=== design 1 ===
design_1/closeup.png
Window x 21 to 46, y 29 to 54 um. Cells in grey, sequential cells in the stronger grey; small squares are vias.
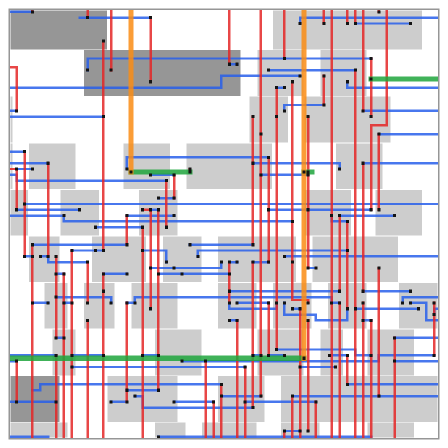

**config.mk**
```make
export PLATFORM = sky130hd
export DESIGN_NAME = switch_feedback_beeper
export DESIGN_NICKNAME = d
export VERILOG_FILES = /design/src/rtl/switch_feedback_beeper_pkg.sv /design/src/rtl/switch_feedback_beeper_edge_sync.sv /design/src/rtl/switch_feedback_beeper.sv
export SDC_FILE = /design/constraint.sdc
export NUM_CORES = 1
export LEC_CHECK = 0
export CELL_PAD_IN_SITES_DETAIL_PLACEMENT = 1
export CELL_PAD_IN_SITES_GLOBAL_PLACEMENT = 2
export CORE_ASPECT_RATIO = 1.25
export CORE_MARGIN = 4
export CORE_UTILIZATION = 35
export CTS_CLUSTER_DIAMETER = 80
export DETAILED_ROUTE_END_ITERATION = 8
export PLACE_DENSITY_LB_ADDON = 0.1
export SKIP_LAST_GASP = 1
export SLEW_MARGIN = 20
export SYNTH_ARGS = -nofsm -noshare
export SYNTH_HDL_FRONTEND = slang
export SYNTH_SLANG_ARGS = --single-unit
```
**constraint.sdc**
```tcl
create_clock -name Div_CLK -period 1.85 [get_ports Div_CLK]
set_input_delay 0.37 -clock Div_CLK [delete_from_list [all_inputs] [get_ports Div_CLK]]
set_output_delay 0.37 -clock Div_CLK [all_outputs]
set_load 0.05 [all_outputs]
```
**src/rtl/switch_feedback_beeper_pkg.sv**
```systemverilog
// Shared definitions for the switch feedback beeper: FSM encoding, beep counts
// and default tick durations at the 0.1 ms divided clock.
package switch_feedback_beeper_pkg;

  typedef enum logic [1:0] {
    IDLE = 2'd0,
    BEEP = 2'd1,
    GAP  = 2'd2
  } beep_state_t;

  localparam logic [1:0] ON_BEEPS  = 2'd1;
  localparam logic [1:0] OFF_BEEPS = 2'd2;

  localparam int DEFAULT_BEEP_TICKS = 1000;
  localparam int DEFAULT_GAP_TICKS  = 1000;
  localparam int DEFAULT_CNT_W      = 12;

  // Turning on is acknowledged with one beep, turning off with two.
  function automatic logic [1:0] beeps_for(input logic is_rise);
    return is_rise ? ON_BEEPS : OFF_BEEPS;
  endfunction

endpackage

```
**src/rtl/switch_feedback_beeper_edge_sync.sv**
```systemverilog
// Two-flop synchronizer plus registered rise/fall detector for an asynchronous
// panel level; edges are suppressed until the first ARM_EDGES clocks have passed.
module switch_feedback_beeper_edge_sync #(
  parameter int ARM_EDGES = 3
) (
  input  logic Div_CLK,
  input  logic Rst_n,
  input  logic async_in,
  output logic rise,
  output logic fall
);

  localparam int ARM_W = $clog2(ARM_EDGES + 1);

  logic             s1_reg;
  logic             s2_reg;
  logic             prev_reg;
  logic             rise_reg;
  logic             fall_reg;
  logic [ARM_W-1:0] arm_cnt_reg;
  logic             armed;

  // While unarmed prev still follows s2, so a level already present at reset
  // release is absorbed without being reported as an edge.
  assign armed = (arm_cnt_reg == ARM_W'(ARM_EDGES));

  always_ff @(posedge Div_CLK or negedge Rst_n) begin
    if (!Rst_n) begin
      s1_reg      <= 1'b0;
      s2_reg      <= 1'b0;
      prev_reg    <= 1'b0;
      rise_reg    <= 1'b0;
      fall_reg    <= 1'b0;
      arm_cnt_reg <= '0;
    end else begin
      s1_reg   <= async_in;
      s2_reg   <= s1_reg;
      prev_reg <= s2_reg;
      rise_reg <= armed & s2_reg & ~prev_reg;
      fall_reg <= armed & ~s2_reg & prev_reg;
      if (!armed) begin
        arm_cnt_reg <= arm_cnt_reg + ARM_W'(1);
      end
    end
  end

  assign rise = rise_reg;
  assign fall = fall_reg;

endmodule

```
**src/rtl/switch_feedback_beeper.sv**
```systemverilog
// Buzzer acknowledgement for the toggling panel switch: one beep on turn-on,
// two on turn-off, with a one-deep pending slot for edges arriving while busy.
module switch_feedback_beeper
  import switch_feedback_beeper_pkg::*;
#(
  parameter int BEEP_TICKS = DEFAULT_BEEP_TICKS,
  parameter int GAP_TICKS  = DEFAULT_GAP_TICKS,
  parameter int CNT_W      = DEFAULT_CNT_W
) (
  input  logic Div_CLK,
  input  logic Rst_n,
  input  logic Switch_in,
  output logic Buzzer,
  output logic Busy,
  output logic Dropped
);

  localparam logic [CNT_W-1:0] BEEP_LOAD = CNT_W'(BEEP_TICKS - 1);
  localparam logic [CNT_W-1:0] GAP_LOAD  = CNT_W'(GAP_TICKS - 1);

  logic rise;
  logic fall;
  logic edge_evt;
  logic [1:0] edge_beeps;

  beep_state_t      state_reg, state_next;
  logic [CNT_W-1:0] cnt_reg, cnt_next;
  logic [1:0]       rem_reg, rem_next;
  logic             pend_valid_reg, pend_valid_next;
  logic [1:0]       pend_beeps_reg, pend_beeps_next;
  logic             buzzer_reg, busy_reg, dropped_reg;
  logic             dropped_next;
  logic             consumed;

  switch_feedback_beeper_edge_sync #(
    .ARM_EDGES(3)
  ) u_edge_sync (
    .Div_CLK (Div_CLK),
    .Rst_n   (Rst_n),
    .async_in(Switch_in),
    .rise    (rise),
    .fall    (fall)
  );

  assign edge_evt   = rise | fall;
  assign edge_beeps = beeps_for(rise);

  always_comb begin
    state_next      = state_reg;
    cnt_next        = cnt_reg;
    rem_next        = rem_reg;
    pend_valid_next = pend_valid_reg;
    pend_beeps_next = pend_beeps_reg;
    dropped_next    = 1'b0;
    consumed        = 1'b0;

    case (state_reg)
      IDLE: begin
        if (pend_valid_reg) begin
          rem_next   = pend_beeps_reg;
          cnt_next   = BEEP_LOAD;
          state_next = BEEP;
          consumed   = 1'b1;
        end else if (edge_evt) begin
          rem_next   = edge_beeps;
          cnt_next   = BEEP_LOAD;
          state_next = BEEP;
        end
      end
      BEEP: begin
        if (cnt_reg == '0) begin
          rem_next   = rem_reg - 2'd1;
          cnt_next   = GAP_LOAD;
          state_next = GAP;
        end else begin
          cnt_next = cnt_reg - CNT_W'(1);
        end
      end
      GAP: begin
        if (cnt_reg != '0) begin
          cnt_next = cnt_reg - CNT_W'(1);
        end else if (rem_reg != 2'd0) begin
          cnt_next   = BEEP_LOAD;
          state_next = BEEP;
        end else if (pend_valid_reg) begin
          rem_next   = pend_beeps_reg;
          cnt_next   = BEEP_LOAD;
          state_next = BEEP;
          consumed   = 1'b1;
        end else begin
          state_next = IDLE;
        end
      end
      default: begin
        state_next = IDLE;
        cnt_next   = '0;
        rem_next   = 2'd0;
      end
    endcase

    // An edge that is not started immediately becomes the pending request;
    // it only counts as a drop if it displaces one nobody has consumed.
    if (edge_evt && (state_reg != IDLE || pend_valid_reg)) begin
      pend_valid_next = 1'b1;
      pend_beeps_next = edge_beeps;
      dropped_next    = pend_valid_reg & ~consumed;
    end else if (consumed) begin
      pend_valid_next = 1'b0;
    end
  end

  always_ff @(posedge Div_CLK or negedge Rst_n) begin
    if (!Rst_n) begin
      state_reg      <= IDLE;
      cnt_reg        <= '0;
      rem_reg        <= 2'd0;
      pend_valid_reg <= 1'b0;
      pend_beeps_reg <= 2'd0;
      buzzer_reg     <= 1'b0;
      busy_reg       <= 1'b0;
      dropped_reg    <= 1'b0;
    end else begin
      state_reg      <= state_next;
      cnt_reg        <= cnt_next;
      rem_reg        <= rem_next;
      pend_valid_reg <= pend_valid_next;
      pend_beeps_reg <= pend_beeps_next;
      buzzer_reg     <= (state_next == BEEP);
      busy_reg       <= (state_next != IDLE);
      dropped_reg    <= dropped_next;
    end
  end

  assign Buzzer  = buzzer_reg;
  assign Busy    = busy_reg;
  assign Dropped = dropped_reg;

endmodule

```
=== design 2 ===
===== config.mk =====
export PLATFORM = sky130hd
export DESIGN_NAME = array_result_drain
export DESIGN_NICKNAME = d
export VERILOG_FILES = /design/src/rtl/array_result_drain.sv
export SDC_FILE = /design/constraint.sdc
export NUM_CORES = 1
export LEC_CHECK = 0
export ABC_AREA = 0
export CELL_PAD_IN_SITES_DETAIL_PLACEMENT = 1
export CELL_PAD_IN_SITES_GLOBAL_PLACEMENT = 1
export CORE_AREA = 2 2 305 307
export CTS_CLUSTER_SIZE = 12
export DETAILED_ROUTE_END_ITERATION = 8
export DIE_AREA = 0 0 307 309
export PLACE_DENSITY_LB_ADDON = 0.08
export SYNTH_ARGS = -nofsm -noshare
export SYNTH_HDL_FRONTEND = slang
export SYNTH_SLANG_ARGS = --single-unit

===== constraint.sdc =====
create_clock -name Clk -period 16.5 [get_ports Clk]
set_input_delay 1.65 -clock Clk [delete_from_list [all_inputs] [get_ports Clk]]
set_output_delay 1.65 -clock Clk [all_outputs]
set_load 0.005 [all_outputs]

===== src/rtl/array_result_drain.sv =====
// array_result_drain: captures PE array accumulator lanes and streams them raw or ReLU-quantized over valid/ready
module array_result_drain #(
  parameter int DATA_WIDTH = 8,
  parameter int ACC_WIDTH  = 4*DATA_WIDTH,
  parameter int LANES      = 16
) (
  input  logic                       Clk,
  input  logic                       Rst,
  input  logic [LANES*ACC_WIDTH-1:0] Array_Output,
  input  logic                       Result_valid,
  input  logic                       Out_mode,
  input  logic [4:0]                 Shift,
  output logic [ACC_WIDTH-1:0]       Out_data,
  output logic                       Out_valid,
  input  logic                       Out_ready,
  output logic                       Out_last,
  output logic                       Busy,
  output logic                       Overrun
);
  localparam int IW = $clog2(LANES);
  typedef enum logic {IDLE, SEND} state_t;
  state_t state, state_nxt;
  logic [ACC_WIDTH-1:0] lane_q [LANES];
  logic mode_q;
  logic [4:0] shift_q;
  logic [IW-1:0] idx;
  logic last, xfer, capture, overrun_d;
  logic [ACC_WIDTH-1:0] pk_w;

  function automatic logic [DATA_WIDTH-1:0] quant(input logic [ACC_WIDTH-1:0] v, input logic [4:0] s);
    logic [ACC_WIDTH-1:0] t;
    t = v >> s;
    return v[ACC_WIDTH-1] ? '0 : (|(t >> DATA_WIDTH)) ? '1 : t[DATA_WIDTH-1:0];
  endfunction

  // packed word k gathers lanes 4k..4k+3, lowest lane in the low byte
  always_comb begin
    pk_w = '0;
    for (int j = 0; j < 4; j++)
      pk_w[j*DATA_WIDTH +: DATA_WIDTH] = quant(lane_q[IW'({idx, 2'(j)})], shift_q);
  end

  always_comb begin
    Out_valid = state == SEND;
    Busy      = Out_valid;
    last      = mode_q ? idx == IW'(LANES/4-1) : idx == IW'(LANES-1);
    xfer      = Out_valid && Out_ready;
    capture   = Result_valid && (!Out_valid || (xfer && last));
    overrun_d = Result_valid && Out_valid && !(xfer && last);
    state_nxt = capture ? SEND : (xfer && last) ? IDLE : state;
    Out_last  = Out_valid && last;
    Out_data  = !Out_valid ? '0 : mode_q ? pk_w : lane_q[idx];
  end

  always_ff @(posedge Clk or posedge Rst) begin
    if (Rst) begin
      state   <= IDLE;
      idx     <= '0;
      Overrun <= 1'b0;
      mode_q  <= 1'b0;
      shift_q <= '0;
      lane_q  <= '{default: '0};
    end else begin
      state   <= state_nxt;
      Overrun <= overrun_d;
      if (capture) begin
        idx     <= '0;
        mode_q  <= Out_mode;
        shift_q <= Shift;
        for (int i = 0; i < LANES; i++)
          lane_q[i] <= Array_Output[i*ACC_WIDTH +: ACC_WIDTH];
      end else if (xfer) begin
        idx <= last ? '0 : idx + 1'b1;
      end
    end
  end
endmodule


design_1/util_map.png
Drawn at 3 px/um. The die is cut into 7 by 8 equal tiles; black is low, pale yellow is high, 0 to 100% covered.
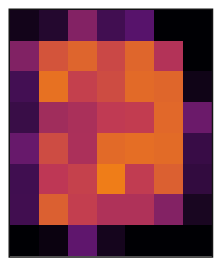
emptiest ninth of the die	lower right
nearly empty tiles	13%
mean over tiles	36%
densest ninth of the die	centre
fullest tile	71%
final core utilization: 0.491
core area: 0.00416 mm2

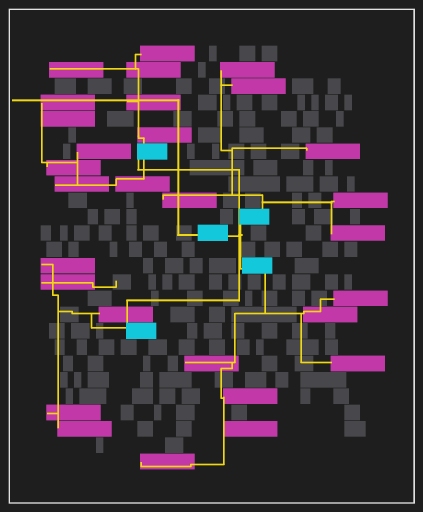
design_1/clock_wires.png
Drawn at 6 px/um.
[cyan] clock-net drivers | count: 5
[magenta] flip-flops | count: 29
[yellow] clock wires | length: 443 um
routed clock nets	6
flops lie	spread over the die

About design_1/closeup.png:
colour	layer
red	M2
orange	M4
blue	M1
green	M3
cells with their middle in the window	35
most frequent	buf_4 (11), a31oi_1 (3), clkbuf_8 (3)
sequential cells in the window	2
netlist names of flops here include	cnt_reg (1), pend_valid_reg (1)

==> job_summary.md, design 1 <==
### Flow metrics

| Metric | Value |
|---|---|
| Startpoint types | `flip-flop` |
| Synth top cells by count | `dfrtp_1 (29), inv_1 (14), nand2_1 (9), a31oi_1 (7), o21ai_0 (7)` |
| Cell area after synthesis | `between 0.0015 and 0.002 mm2` |
| Number of logic gates | `103` |
| Simple share | `0.187` |
| Delay of the slowest critical-path stage | `590 ps` |
| Area reported by Yosys stat | `0.00154 mm2` |
| Critical Path RT | `just over 2000 ps` |
| Seq pwr | `0.924 mW` |
| Most numerous cell in the Yosys netlist | `dfrtp_1` |
| Non-clk buf share | `0.146` |
| Post-Syn Instances | `152` |
| Sequential share of power | `0.377` |
| Mux frac, synth | `0.0212` |
| Max Fclk | `529 MHz` |
| Failing checks | `negative setup slack` |
| Most numerous logic cells after layout | `buf_4 (34), dfrtp_1 (29), inv_1 (12), nand2_1 (8)` |
| PnR worst setup slack | `-40.5 ps` |
| Yosys reg bits | `29` |
| Post-synth EDFFs | `0` |
| Seq area share | `0.355` |
| Status | `finished, violations left` |
| Setup Viol. Count Final | `1` |
| CP delay by family, top | `simple AND/OR/NAND/NOR gates` |
| H-tree depth | `2` |
| CP Cell Sequence | `or4_4 -> or3_4 -> o31a_1 -> o221ai_2` |
| Endpoint type of the worst setup path | `flip-flop` |
| Final Instance Area | `roughly 0.0020 mm2` |
| Xor/xnor share | `0.0114` |
| Setup TNS | `-40.5 ps` |
| Compound Share, Synth | `0.233` |
| Logic share of the area | `0.383` |
| Final #Nets | `197` |
| Type of the worst min-delay path | `reg -> reg` |
| Vias in the first global route | `1487` |
| Comb pwr | `0.855 mW` |
design 1: path summary, 6_finish.rpt:
check,slack [ps],depth (start not counted),start,endpoint
worst max-delay path,-40,4,cnt_reg[2],cnt_reg[9]
worst min-delay path,360,0,u_edge_sync.s1_reg,u_edge_sync.s2_reg
worst max register to register,-40,4,cnt_reg[2],cnt_reg[9]
worst min register to register,360,0,u_edge_sync.s1_reg,u_edge_sync.s2_reg
max in group asynchronous,1090,2,Rst_n,Busy
min in group asynchronous,470,2,Rst_n,cnt_reg[11]
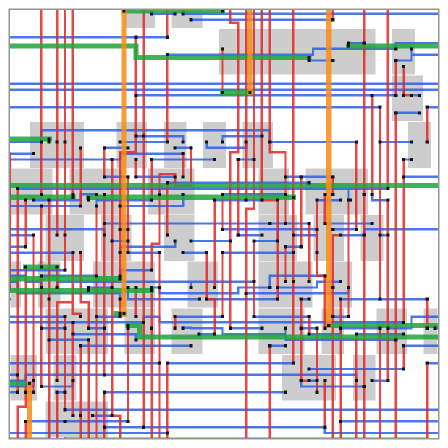
design_2/closeup.png
Window x 141 to 166, y 142 to 167 um. Cells in grey, sequential cells in the stronger grey; small squares are vias.
colour	layer
orange	M4
red	M2
green	M3
blue	M1
most frequent	nor2_1 (7), o21ai_0 (4)
sequential cells in the window	0
cells with their middle in the window	36

==> job_summary.md, design 2 <==
### Flow metrics

| Metric | Value |
|---|---|
| Inverters | `25` |
| Final Max Tran Viols | `0` |
| Cells taking the most area after synthesis | `dfrtp_1 (35%), mux4_2 (21%), mux2_2 (18%)` |
| Hold Crit Endpoint | `lane_q[295]` |
| Placed cell count | `4544` |
| Std cell rows | `111` |
| Internal power | `6.06 mW` |
| Comb pwr | `7.45 mW` |
| Type of the worst min-delay path | `reg -> reg` |
| Crit path max fanout | `around 160` |
| Share of cells above drive strength 1 | `0.325` |
| Register share after synthesis | `0.353` |
| Post-DP HPWL | `129 mm` |
| Die H | `309 um` |
| RR Endpoint | `lane_q[84]` |
| Yosys cell count | `3017` |
| Pleak | `17.4 nW` |
| Logic share of the area | `0.498` |
| Area reported by Yosys stat | `0.0371 mm2` |
| CP Capture Point | `Out_data[15]` |
| Startpoint types | `flip-flop` |
| Top non-seq family | `multiplexers` |
| DIE WIDTH | `307 um` |
| Num sequential | `524` |
| Largest net degree at the start of global routing | `approximately 180` |
| Most frequent CP cell | `a211oi_1` |
| Num CTS Buffers | `~57` |
| Setup TNS | `0 ps` |
| HP Start | `lane_q[295]` |
| Post-cts resize count | `0` |
| Origin of the critical flop-to-flop path | `idx[1]` |
| Grt peak-use layer | `met2` |
| Post-Syn Instances | `3017` |
| Initial Util | `0.407` |
| First-iteration detailed-routing DRC count | `3308` |
| CTS tree | `done` |
| Post-synth EDFFs | `0` |
| Yosys top cell by area | `dfrtp_1` |
| Final Instance Area | `about 0.045 mm2` |
| Met3 wire len | `13.7 mm` |
| Status | `completed` |
| CTS Hold Bufs | `0` |
| Switch Pwr | `between 5 and 6 mW` |
| Vias in the first global route | `32600` |
| Clk root buf | `clkbuf_16` |
| Clk cell area share | `0.0420` |
| M1 GR Usage | `0.476` |
| Met3 Use GR | `0.0702` |
| Mux frac, synth | `0.439` |
| Pwr Density | `263 mW/mm2` |
## design 2: synth_stat cells, types with 20 or more instances
master    number
o211ai_1      24
nand2_1      180
nand3_1       30
mux4_2       349
nor3_1        47
buf_4         35
a211oi_1      27
inv_1         21
nor2_1       185
mux2i_1      152
buf_2         79
a21oi_1      114
dfrtp_1      524
a31oi_1       23
and2_1        20
mux2_2       595
clkbuf_1     121
o22ai_1       21
a22oi_1       24
nor2b_1       25
o21ai_0       85
## design 2: registers in the layout, summed over array words and instances (netlist names)
name and count:
lane_q 512, shift_q 5, Busy 1, Overrun 1, idx 4, mode_q 1

==> layout pictures side by side <==
Clock wiring as the flow saved it.
(a)
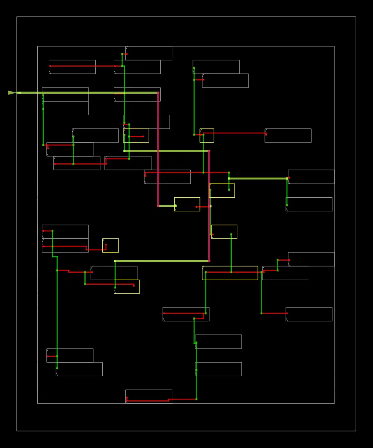
(b)
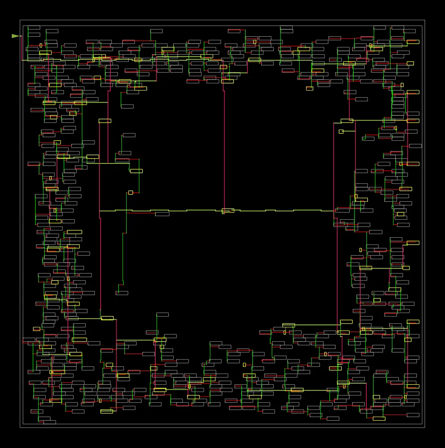
design 2 -> (b)
design 1 -> (a)
The one with the most sequential cells is (b).
The one with the most clock buffers is (b).



==> screenshots <==
Placement by cell class.
Plate I
Drawn at 1 px/um. Fill, decap, tap and diode cells in grey.
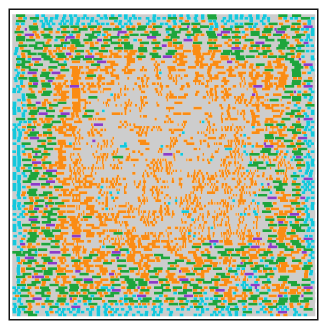
Plate II
Drawn at 4 px/um. Fill, decap, tap and diode cells in grey.
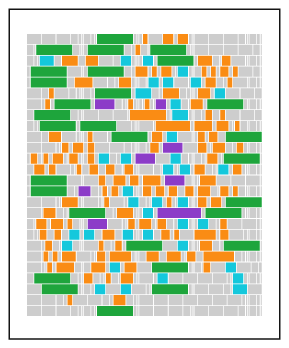
Design 2 is Plate I.
Design 1 is Plate II.
- largest die: Plate I

Key to Plate II:
colour	class	cells
green	registers	29
orange	remaining logic cells	117
cyan	remaining buffers and delay cells	38
purple	clock drivers and dummy loads	8

Power and IR drop assume default switching activity.
